==================== design 1
### Clock nets, design 1

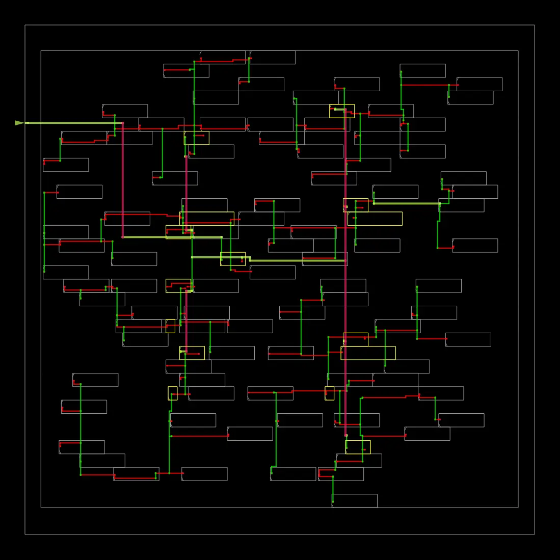

File: src/rtl/dna_pkg.sv
// Shared types for the DNA loader and search machine: nucleotide codes,
// loader FSM states and packing geometry.
package dna_pkg;

    localparam int unsigned NUCS_PER_WORD = 8;
    localparam int unsigned NUC_W         = 2;
    localparam int unsigned LEN_W         = 16;

    typedef enum logic [1:0] {
        NUC_A = 2'b00,
        NUC_C = 2'b01,
        NUC_G = 2'b10,
        NUC_T = 2'b11
    } nucleotide_t;

    typedef enum logic [2:0] {
        ST_IDLE,
        ST_LOAD,
        ST_FLUSH,
        ST_DONE,
        ST_ERR
    } loader_state_t;

endpackage

File: src/rtl/ascii2nuc.sv
// Combinational ASCII to 2-bit nucleotide decoder; accepts upper and lower case.
module ascii2nuc
    import dna_pkg::*;
(
    input  logic [7:0]       ch,
    output logic             nuc_ok_c,
    output logic [NUC_W-1:0] nuc_c
);

    nucleotide_t nuc;

    always_comb begin
        nuc_ok_c = 1'b1;
        nuc      = NUC_A;
        case (ch)
            8'h41, 8'h61: nuc = NUC_A;
            8'h43, 8'h63: nuc = NUC_C;
            8'h47, 8'h67: nuc = NUC_G;
            8'h54, 8'h74: nuc = NUC_T;
            default:      nuc_ok_c = 1'b0;
        endcase
    end

    assign nuc_c = nuc;

endmodule

File: src/rtl/dna_loader.sv
// Streams ASCII nucleotides in, packs them MSB-first into memory words at
// consecutive addresses and reports the accepted nucleotide count.
module dna_loader
    import dna_pkg::*;
#(
    parameter int unsigned ADDR_W = 16,
    parameter int unsigned WORD_W = 16
) (
    input  logic              clock,
    input  logic              reset,
    input  logic              start,
    input  logic [ADDR_W-1:0] base_addr,
    input  logic              char_valid,
    input  logic [7:0]        char_in,
    input  logic              char_last,
    output logic              char_ready,
    output logic              mem_we,
    output logic [ADDR_W-1:0] mem_addr,
    output logic [WORD_W-1:0] mem_wdata,
    output logic [LEN_W-1:0]  dna_length,
    output logic              busy,
    output logic              done,
    output logic              error
);

    localparam int unsigned       SLOT_W    = $clog2(NUCS_PER_WORD);
    localparam logic [SLOT_W-1:0] SLOT_LAST = SLOT_W'(NUCS_PER_WORD - 1);

    loader_state_t     state, state_nxt;
    logic [SLOT_W-1:0] slot;
    logic [WORD_W-1:0] pack;
    logic [ADDR_W-1:0] word_addr;

    logic              nuc_ok_c;
    logic [NUC_W-1:0]  nuc_c;
    logic              start_c, accept_c, fault_c, take_c, close_c;
    logic [SLOT_W:0]   shamt_c;
    logic [WORD_W-1:0] word_c;

    ascii2nuc u_ascii2nuc (
        .ch       (char_in),
        .nuc_ok_c (nuc_ok_c),
        .nuc_c    (nuc_c)
    );

    // Next state plus per-cycle accept/fault/close decisions
    always_comb begin
        state_nxt = state;
        start_c   = 1'b0;
        accept_c  = 1'b0;
        fault_c   = 1'b0;
        take_c    = 1'b0;
        close_c   = 1'b0;
        shamt_c   = {SLOT_LAST - slot, 1'b0};
        word_c    = pack | (WORD_W'(nuc_c) << shamt_c);
        case (state)
            ST_IDLE, ST_DONE, ST_ERR: begin
                if (start) begin
                    start_c   = 1'b1;
                    state_nxt = ST_LOAD;
                end
            end
            ST_LOAD: begin
                accept_c = char_valid & char_ready;
                if (accept_c) begin
                    // Bad byte or a char beyond the max count aborts; partial word dropped
                    fault_c = !nuc_ok_c || (dna_length == '1);
                    take_c  = !fault_c;
                    close_c = take_c && (char_last || (slot == SLOT_LAST));
                    if (fault_c)
                        state_nxt = ST_ERR;
                    else if (char_last)
                        state_nxt = ST_FLUSH;
                end
            end
            ST_FLUSH: state_nxt = ST_DONE;
            default:  state_nxt = ST_IDLE;
        endcase
    end

    always_ff @(posedge clock or posedge reset) begin
        if (reset)
            state <= ST_IDLE;
        else
            state <= state_nxt;
    end

    // Datapath and registered outputs
    always_ff @(posedge clock or posedge reset) begin
        if (reset) begin
            slot       <= '0;
            pack       <= '0;
            word_addr  <= '0;
            dna_length <= '0;
            mem_we     <= 1'b0;
            mem_addr   <= '0;
            mem_wdata  <= '0;
            char_ready <= 1'b0;
            busy       <= 1'b0;
            done       <= 1'b0;
            error      <= 1'b0;
        end else begin
            mem_we     <= close_c;
            char_ready <= (state_nxt == ST_LOAD);
            busy       <= (state_nxt == ST_LOAD) || (state_nxt == ST_FLUSH);
            done       <= (state_nxt == ST_DONE);
            error      <= (state_nxt == ST_ERR);
            if (start_c) begin
                slot       <= '0;
                pack       <= '0;
                dna_length <= '0;
                word_addr  <= base_addr;
            end
            if (take_c) begin
                dna_length <= dna_length + 1'b1;
                if (close_c) begin
                    mem_addr  <= word_addr;
                    mem_wdata <= word_c;
                    word_addr <= word_addr + 1'b1;
                    pack      <= '0;
                    slot      <= '0;
                end else begin
                    pack <= word_c;
                    slot <= slot + 1'b1;
                end
            end
        end
    end

endmodule

File: config.mk
export PLATFORM = sky130hd
export DESIGN_NAME = dna_loader
export DESIGN_NICKNAME = d
export VERILOG_FILES = /design/src/rtl/dna_pkg.sv /design/src/rtl/ascii2nuc.sv /design/src/rtl/dna_loader.sv
export SDC_FILE = /design/constraint.sdc
export NUM_CORES = 1
export LEC_CHECK = 0
export ABC_AREA = 1
export CAP_MARGIN = 20
export CORE_MARGIN = 3
export CORE_UTILIZATION = 50
export CTS_BUF_LIST = sky130_fd_sc_hd__clkbuf_4 sky130_fd_sc_hd__clkbuf_8
export CTS_CLUSTER_SIZE = 16
export DETAILED_ROUTE_END_ITERATION = 8
export GPL_ROUTABILITY_DRIVEN = 0
export PLACE_DENSITY = 0.81
export SYNTH_ARGS = -nofsm -noshare
export SYNTH_HDL_FRONTEND = slang
export SYNTH_SLANG_ARGS = --single-unit
File: constraint.sdc
create_clock -name clock -period 2.8 [get_ports clock]
set_clock_uncertainty 0.1 [all_clocks]
set_input_delay 0.28 -clock clock [delete_from_list [all_inputs] [get_ports clock]]
set_output_delay 0.28 -clock clock [all_outputs]
set_load 0.02 [all_outputs]
==================== design 2
### src/rtl/ttc_trigger_receiver.sv
// TTC L1A / broadcast decoder feeding the channel acquisition controller trigger port.
// Optional build macro TTC_ECR_EN: broadcast code 4'hF acts as an event counter reset.
`default_nettype none

module ttc_trigger_receiver #(
    parameter int unsigned TYPE_WINDOW = 16
) (
    input  logic        clk,
    input  logic        reset,
    input  logic        ttc_l1a,
    input  logic        ttc_brdcst_stb,
    input  logic [5:0]  ttc_brdcst,
    input  logic        acq_ready,
    output logic        trigger,
    output logic [4:0]  trig_type,
    output logic [23:0] trig_num,
    output logic [15:0] drop_cnt,
    output logic [15:0] orphan_cnt,
    output logic [15:0] timeout_cnt,
    output logic [2:0]  state
);

    localparam int unsigned WIN_W = (TYPE_WINDOW < 2) ? 1 : $clog2(TYPE_WINDOW);
    localparam logic [WIN_W-1:0] WIN_LAST = WIN_W'(TYPE_WINDOW - 1);

    typedef enum logic [2:0] {
        S_IDLE  = 3'b001,
        S_ARMED = 3'b010,
        S_ISSUE = 3'b100
    } state_t;

    state_t            state_q, state_d;
    logic [3:0]        armed_type_q, armed_type_d;
    logic [WIN_W-1:0]  win_cnt_q, win_cnt_d;
    logic [23:0]       l1a_cnt_q, l1a_cnt_d;
    logic [4:0]        trig_type_q, trig_type_d;
    logic [23:0]       trig_num_q, trig_num_d;
    logic [15:0]       drop_cnt_q, drop_cnt_d;
    logic [15:0]       orphan_cnt_q, orphan_cnt_d;
    logic [15:0]       timeout_cnt_q, timeout_cnt_d;

    logic [3:0] code;
    logic       type_stb;
    logic       ecr_stb;
    logic       unused_brdcst_lsbs;

    assign code               = ttc_brdcst[5:2];
    assign unused_brdcst_lsbs = ^ttc_brdcst[1:0];
    assign type_stb           = ttc_brdcst_stb && (code != 4'h0) && (code != 4'hF);

`ifdef TTC_ECR_EN
    assign ecr_stb = ttc_brdcst_stb && (code == 4'hF);
`else
    assign ecr_stb = 1'b0;
`endif

    function automatic logic [15:0] sat_inc(input logic [15:0] v);
        return (v == 16'hFFFF) ? v : v + 16'd1;
    endfunction

    always_comb begin
        state_d       = state_q;
        armed_type_d  = armed_type_q;
        win_cnt_d     = win_cnt_q;
        trig_type_d   = trig_type_q;
        trig_num_d    = trig_num_q;
        drop_cnt_d    = drop_cnt_q;
        orphan_cnt_d  = orphan_cnt_q;
        timeout_cnt_d = timeout_cnt_q;

        // Every L1A is numbered; an ECR in the same cycle wins over the increment.
        l1a_cnt_d = l1a_cnt_q;
        if (ecr_stb)
            l1a_cnt_d = '0;
        else if (ttc_l1a)
            l1a_cnt_d = l1a_cnt_q + 24'd1;

        unique case (state_q)
            S_IDLE: begin
                if (ttc_l1a)
                    orphan_cnt_d = sat_inc(orphan_cnt_q);
                if (type_stb) begin
                    armed_type_d = code;
                    win_cnt_d    = '0;
                    state_d      = S_ARMED;
                end
            end

            S_ARMED: begin
                // An L1A consumes the armed type; a broadcast in the same cycle is discarded.
                if (ttc_l1a) begin
                    if (acq_ready) begin
                        trig_type_d = {1'b0, armed_type_q};
                        trig_num_d  = l1a_cnt_q + 24'd1;
                        state_d     = S_ISSUE;
                    end else begin
                        drop_cnt_d = sat_inc(drop_cnt_q);
                        state_d    = S_IDLE;
                    end
                end else if (type_stb) begin
                    armed_type_d = code;
                    win_cnt_d    = '0;
                end else if (win_cnt_q == WIN_LAST) begin
                    timeout_cnt_d = sat_inc(timeout_cnt_q);
                    state_d       = S_IDLE;
                end else begin
                    win_cnt_d = win_cnt_q + 1'b1;
                end
            end

            S_ISSUE: begin
                if (ttc_l1a)
                    orphan_cnt_d = sat_inc(orphan_cnt_q);
                if (type_stb) begin
                    armed_type_d = code;
                    win_cnt_d    = '0;
                    state_d      = S_ARMED;
                end else begin
                    state_d = S_IDLE;
                end
            end

            default: state_d = S_IDLE;
        endcase
    end

    always_ff @(posedge clk) begin
        if (reset) begin
            state_q       <= S_IDLE;
            armed_type_q  <= '0;
            win_cnt_q     <= '0;
            l1a_cnt_q     <= '0;
            trig_type_q   <= '0;
            trig_num_q    <= '0;
            drop_cnt_q    <= '0;
            orphan_cnt_q  <= '0;
            timeout_cnt_q <= '0;
        end else begin
            state_q       <= state_d;
            armed_type_q  <= armed_type_d;
            win_cnt_q     <= win_cnt_d;
            l1a_cnt_q     <= l1a_cnt_d;
            trig_type_q   <= trig_type_d;
            trig_num_q    <= trig_num_d;
            drop_cnt_q    <= drop_cnt_d;
            orphan_cnt_q  <= orphan_cnt_d;
            timeout_cnt_q <= timeout_cnt_d;
        end
    end

    // Reset during the ISSUE cycle suppresses the pending pulse immediately.
    assign trigger     = (state_q == S_ISSUE) && !reset;
    assign trig_type   = trig_type_q;
    assign trig_num    = trig_num_q;
    assign drop_cnt    = drop_cnt_q;
    assign orphan_cnt  = orphan_cnt_q;
    assign timeout_cnt = timeout_cnt_q;
    assign state       = state_q;

endmodule

`default_nettype wire

### config.mk
export PLATFORM = sky130hd
export DESIGN_NAME = ttc_trigger_receiver
export DESIGN_NICKNAME = d
export VERILOG_FILES = /design/src/rtl/ttc_trigger_receiver.sv
export SDC_FILE = /design/constraint.sdc
export NUM_CORES = 1
export LEC_CHECK = 0
export CAP_MARGIN = 5
export CORE_MARGIN = 2
export CORE_UTILIZATION = 40
export DETAILED_ROUTE_END_ITERATION = 16
export GPL_ROUTABILITY_DRIVEN = 0
export GPL_TIMING_DRIVEN = 1
export PLACE_DENSITY = 0.6
export SETUP_SLACK_MARGIN = 0.05
export SLEW_MARGIN = 15
export SYNTH_ARGS = -nofsm -noshare
export SYNTH_HDL_FRONTEND = slang
export SYNTH_SLANG_ARGS = --single-unit
export TNS_END_PERCENT = 5
### constraint.sdc
create_clock -name clk -period 4.7 [get_ports clk]
set_clock_uncertainty 0.05 [all_clocks]
set_input_delay 0.47 -clock clk [delete_from_list [all_inputs] [get_ports clk]]
set_output_delay 0.47 -clock clk [all_outputs]
set_load 0.05 [all_outputs]
==================== design 3
`config.mk`:
```
export PLATFORM = sky130hd
export DESIGN_NAME = alu_op_arbiter
export DESIGN_NICKNAME = d
export VERILOG_FILES = /design/src/rtl/alu_op_arbiter.sv
export SDC_FILE = /design/constraint.sdc
export NUM_CORES = 1
export LEC_CHECK = 0
export ABC_AREA = 1
export CORE_MARGIN = 2
export CORE_UTILIZATION = 35
export CTS_BUF_LIST = sky130_fd_sc_hd__clkbuf_8
export CTS_CLUSTER_SIZE = 20
export DETAILED_ROUTE_END_ITERATION = 7
export MAX_ROUTING_LAYER = met4
export PLACE_DENSITY = 0.75
export SYNTH_ARGS = -nofsm -noshare
export SYNTH_HDL_FRONTEND = slang
export SYNTH_SLANG_ARGS = --single-unit
```
`constraint.sdc`:
```
create_clock -name clk -period 3.7 [get_ports clk]
set_input_delay 1.11 -clock clk [delete_from_list [all_inputs] [get_ports clk]]
set_output_delay 1.11 -clock clk [all_outputs]
set_load 0.05 [all_outputs]
```
`src/rtl/alu_op_arbiter.sv`:
```
// Round-robin arbiter sharing one combinational ALU between two requesters.
// Holds ALU inputs for EXEC_CYCLES, captures the result, then pulses the winner's response.
module alu_op_arbiter #(
  parameter int WIDTH       = 8,
  parameter int OPW         = 4,
  parameter int EXEC_CYCLES = 1
) (
  input  logic             clk,
  input  logic             rst,
  input  logic             req0_valid,
  input  logic [WIDTH-1:0] req0_a,
  input  logic [WIDTH-1:0] req0_b,
  input  logic [OPW-1:0]   req0_op,
  output logic             req0_ready,
  input  logic             req1_valid,
  input  logic [WIDTH-1:0] req1_a,
  input  logic [WIDTH-1:0] req1_b,
  input  logic [OPW-1:0]   req1_op,
  output logic             req1_ready,
  output logic             rsp0_valid,
  output logic             rsp1_valid,
  output logic [WIDTH-1:0] rsp_data,
  output logic [WIDTH-1:0] alu_a,
  output logic [WIDTH-1:0] alu_b,
  output logic [OPW-1:0]   alu_s,
  input  logic [WIDTH-1:0] alu_out,
  output logic             busy,
  output logic             grant_id
);

  typedef enum logic [1:0] {
    IDLE = 2'd0,
    EXEC = 2'd1,
    RESP = 2'd2
  } state_t;

  localparam logic [3:0] CNT_INIT = 4'(EXEC_CYCLES - 1);

  state_t     state_r;
  state_t     state_s;
  logic       last_grant_r;
  logic [3:0] cnt_r;
  logic       win_s;
  logic       win_valid_s;
  logic       hs_s;

  // Round-robin pick: on a tie the requester that did not own the last operation wins
  always_comb begin
    win_s       = 1'b0;
    win_valid_s = 1'b0;
    if (req0_valid && req1_valid) begin
      win_s       = ~last_grant_r;
      win_valid_s = 1'b1;
    end else if (req0_valid) begin
      win_s       = 1'b0;
      win_valid_s = 1'b1;
    end else if (req1_valid) begin
      win_s       = 1'b1;
      win_valid_s = 1'b1;
    end else begin
      win_s       = 1'b0;
      win_valid_s = 1'b0;
    end
  end

  // Ready is gated by rst so nothing is offered while reset is held
  assign hs_s       = win_valid_s && (state_r == IDLE) && !rst;
  assign req0_ready = hs_s && !win_s;
  assign req1_ready = hs_s && win_s;

  // Next-state logic
  always_comb begin
    state_s = state_r;
    case (state_r)
      IDLE: begin
        if (hs_s) state_s = EXEC;
        else      state_s = IDLE;
      end
      EXEC: begin
        if (cnt_r == 4'd0) state_s = RESP;
        else               state_s = EXEC;
      end
      RESP:    state_s = IDLE;
      default: state_s = IDLE;
    endcase
  end

  // State register plus registered ALU drive, capture, response and status outputs
  always_ff @(posedge clk or posedge rst) begin
    if (rst) begin
      state_r      <= IDLE;
      last_grant_r <= 1'b1;
      cnt_r        <= 4'd0;
      alu_a        <= '0;
      alu_b        <= '0;
      alu_s        <= '0;
      rsp_data     <= '0;
      grant_id     <= 1'b0;
      rsp0_valid   <= 1'b0;
      rsp1_valid   <= 1'b0;
      busy         <= 1'b0;
    end else begin
      state_r <= state_s;
      case (state_r)
        IDLE: begin
          if (hs_s) begin
            alu_a    <= win_s ? req1_a  : req0_a;
            alu_b    <= win_s ? req1_b  : req0_b;
            alu_s    <= win_s ? req1_op : req0_op;
            grant_id <= win_s;
            cnt_r    <= CNT_INIT;
          end
        end
        EXEC: begin
          if (cnt_r != 4'd0) cnt_r    <= cnt_r - 4'd1;
          else               rsp_data <= alu_out;
        end
        RESP:    last_grant_r <= grant_id;
        default: last_grant_r <= last_grant_r;
      endcase
      // grant_id is already settled when entering RESP, so it steers the pulse
      rsp0_valid <= (state_s == RESP) && !grant_id;
      rsp1_valid <= (state_s == RESP) && grant_id;
      busy       <= (state_s != IDLE);
    end
  end

endmodule

```
### Signal wires on met1, design 3

Cells faint in the background.
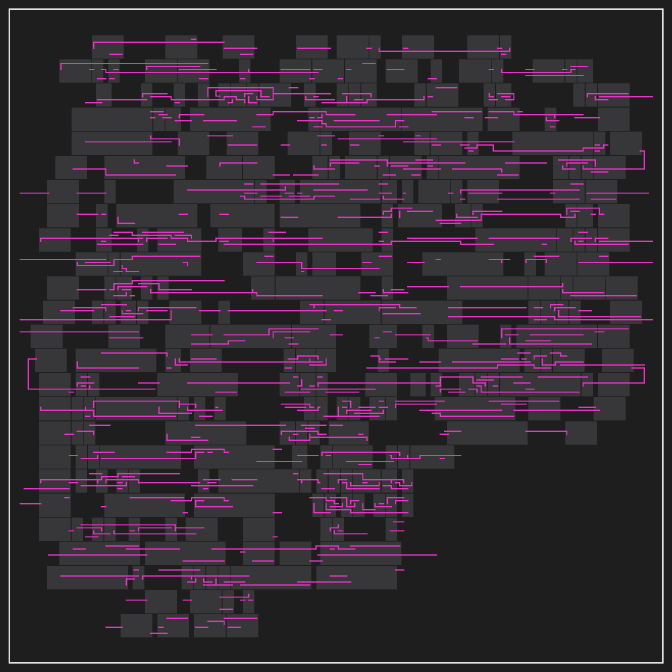
share of all routed wire: 45%
nets with wire on the layer: 285
wire length on this layer: 1910 um
main direction: horizontal
longest straight run: 23.9 um

==> run summary, design 3 <==
Numbers from the implementation run.

For reference, the mux area share after synthesis is 0%. Per the OpenROAD floorplan log, the width of the die is 73.5 um. The area of the core region is between 0.004 and 0.005 mm2.

Per the hold report, the tightest min-delay path originates at grant_id. The most used flip-flop cell after synthesis is sky130_fd_sc_hd__dfrtp_1. The script reports the combined buffer and inverter count of the critical path as 3. The startpoint identified for the worst register-to-register timing path is cnt_r[0].

The count of clock-net buffers in the final layout is 5. Per the OpenROAD timing report, the critical path contains 6 cells. There are 39 flip-flops and latches. Per the post-synthesis report, the nets total around 260. The setup slack of the most critical reg-to-reg path is 2.07 ns. The sequential-to-total area share from yosys stat is 57.8%.

The post-detailed-route DRC marker count is 0. The share of cell area taken by flip-flops and latches is 36.2%. The dominant delay contributor by cell family on the critical path is buffers and inverters.

The global routing report lists met1 layer usage as between 20% and 30%. The flow ran to the end, and the final reports show no timing, DRC or antenna violations. STA puts the critical path data arrival time at 2.29 ns.

For the pin with the worst max-slew slack, the measured transition is 0.521 ns. The most area-hungry cell class in the final design is sequential cells. Non-clock buffering takes up 33.4% of total cell area after layout. The hold violation count in the final report is 0. Hold is met by 0.469 ns. The layout report lists the clock-cell share of area as 3.01%.

The setup TNS is 0 ns. The layout-stage area growth over the synthesis result is 59.5%. Entering global routing, the biggest net connects roughly 40 pins. The wire length recorded after detailed routing is 4.28 mm. The multi-input gate count is 143. The cell with the most instances after synthesis is sky130_fd_sc_hd__nand2_1. The wire length of the first global-routing pass is 6.78 mm.

The average footprint of a synthesized cell is 8.42 um2. The net switching power figure is 1.20 mW. The clock root buffer is sky130_fd_sc_hd__clkbuf_8. The stat command in Yosys gives a chip area of 0.00169 mm2.

The count of nets left with antenna violations once routing finished came out at 0. The total placed instance area is 0.00262 mm2.
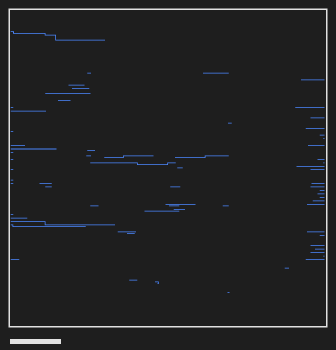
*Metal 3, design 2*
Scale bar: 20 um.
main direction: horizontal
nets with wire on the layer: 57
wire length on this layer: 473 um
share of all routed wire: 3.4%

==> run summary, design 2 <==
Numbers from the implementation run.

The flow ran to the end, and the final reports show no timing, DRC or antenna violations. Across the whole layout, storage elements make up a little under a third of the cell area. The synthesis stat section lists a flop and latch total of 111. On the worst setup and hold paths after CTS, the clock-pin slew comes to 0.07 ns.

The destination of the worst hold path is trig_type[3]. The instance count after placement with tap cells included is 902. After global routing the overflow that remains totals 0. STA puts the critical path data arrival time at 2.95 ns. Routing resource usage on met1 recorded by global route was 23.9%. The post-placement cell area is between 0.006 and 0.007 mm2. Once iteration 0 of detailed routing completed, the report listed 300 DRC markers.

TritonCTS built the clock tree. The AND-OR/OR-AND share of the synthesized area is 14.0%. STA lists the endpoint of the worst register-to-register path as timeout_cnt[15]. The die is 124 um tall.
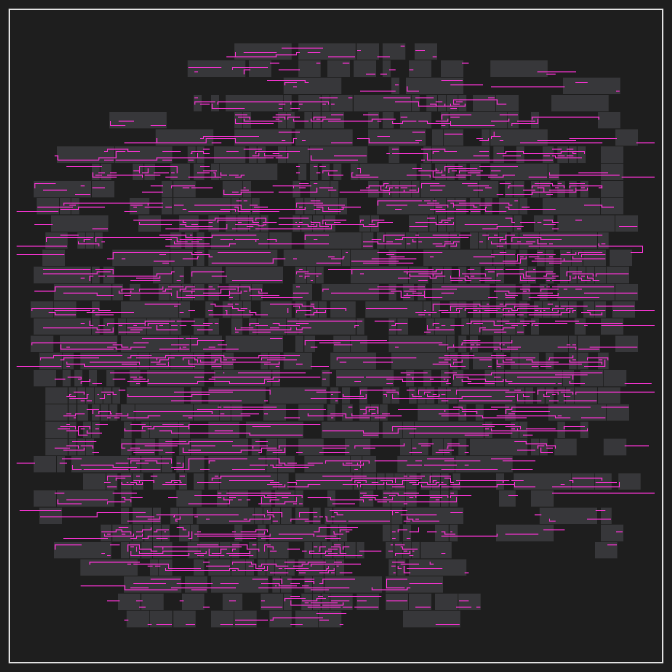
*Signal wires on met1, design 1*
Cells faint in the background.
main direction: horizontal
nets with wire on the layer: 626

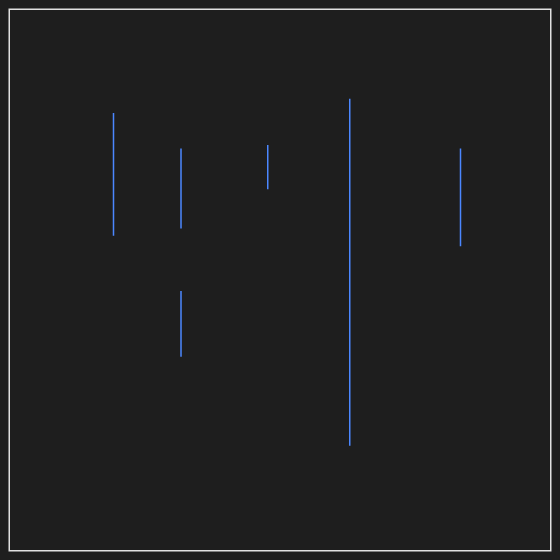
*Met4 routing, design 1*
nets with wire on the layer: 4
share of all routed wire: 1.3%
longest straight run: 66.0 um
wire length on this layer: 143 um
main direction: vertical

## Picture notes: 'Clock nets' of design 1
number of flip-flops and latches: 91
power of the clock network: 1.04 mW
clock tree buffer count of the final layout: 9

==> run summary, design 1 <==
Numbers from the implementation run.

The cell with the most instances after synthesis is sky130_fd_sc_hd__nand2_1. The routed wirelength on the met1 layer is recorded as 4.76 mm. The combinational share of cell area is 34.6%.

In the final report, the number of hold violations comes to 0. In the layout the tool counted multi-input logic cells amounting to 391. The post-synthesis instance area is about 0.0047 mm2. The largest family of logic cells by area is simple AND/OR/NAND/NOR gates. The sum of net half-perimeters after detailed placement is 7.52 mm. The flow ran to the end, and the final reports show no timing, DRC or antenna violations. The commonest cells after synthesis are sky130_fd_sc_hd__nand2_1, sky130_fd_sc_hd__dfrtp_1, sky130_fd_sc_hd__inv_1, sky130_fd_sc_hd__nand3_1, sky130_fd_sc_hd__o21ai_0. The switching component of the power was reported as 1.31 mW. Per the synth log, the flip-flop and latch total comes to 91.

The overall routed net length is between 10 and 15 mm. Per the layout report, the design carries about 750 filler cells. TritonCTS created 9 clock buffers. The number of cells upsized or downsized after cts is 0. Entering global routing, the biggest net connects 65 pins.

The sequential power reported by the tool is 1.70 mW. The startpoint of the worst setup timing path is dna_length[0].

==> gallery <==
The metal 2 layer.
Scale bar: 20 um.
picture 1
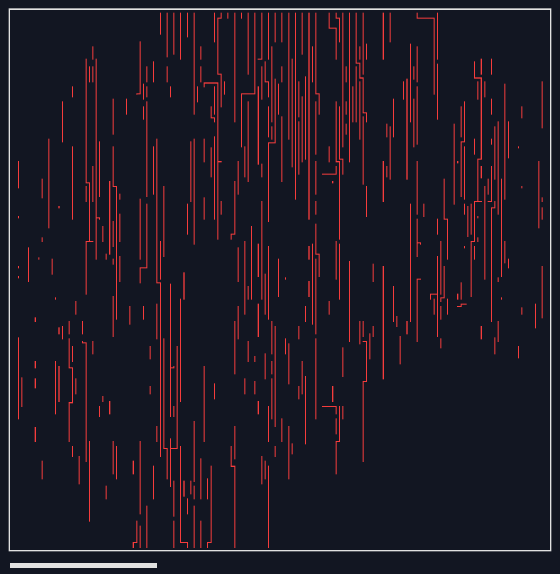
picture 2
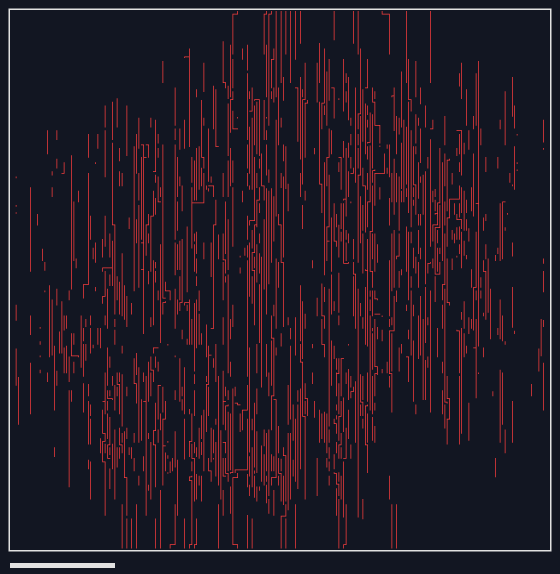
picture 3
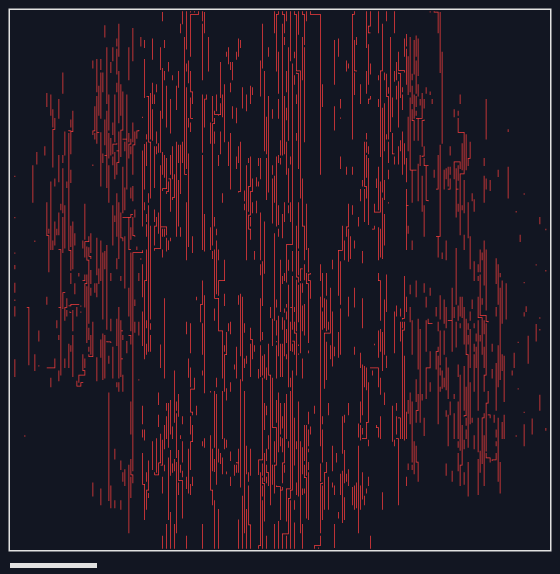
picture 1 -> design 3
picture 3 -> design 2
picture 2 -> design 1


Power figures rest on the tool's default switching activity, not on a simulated workload.
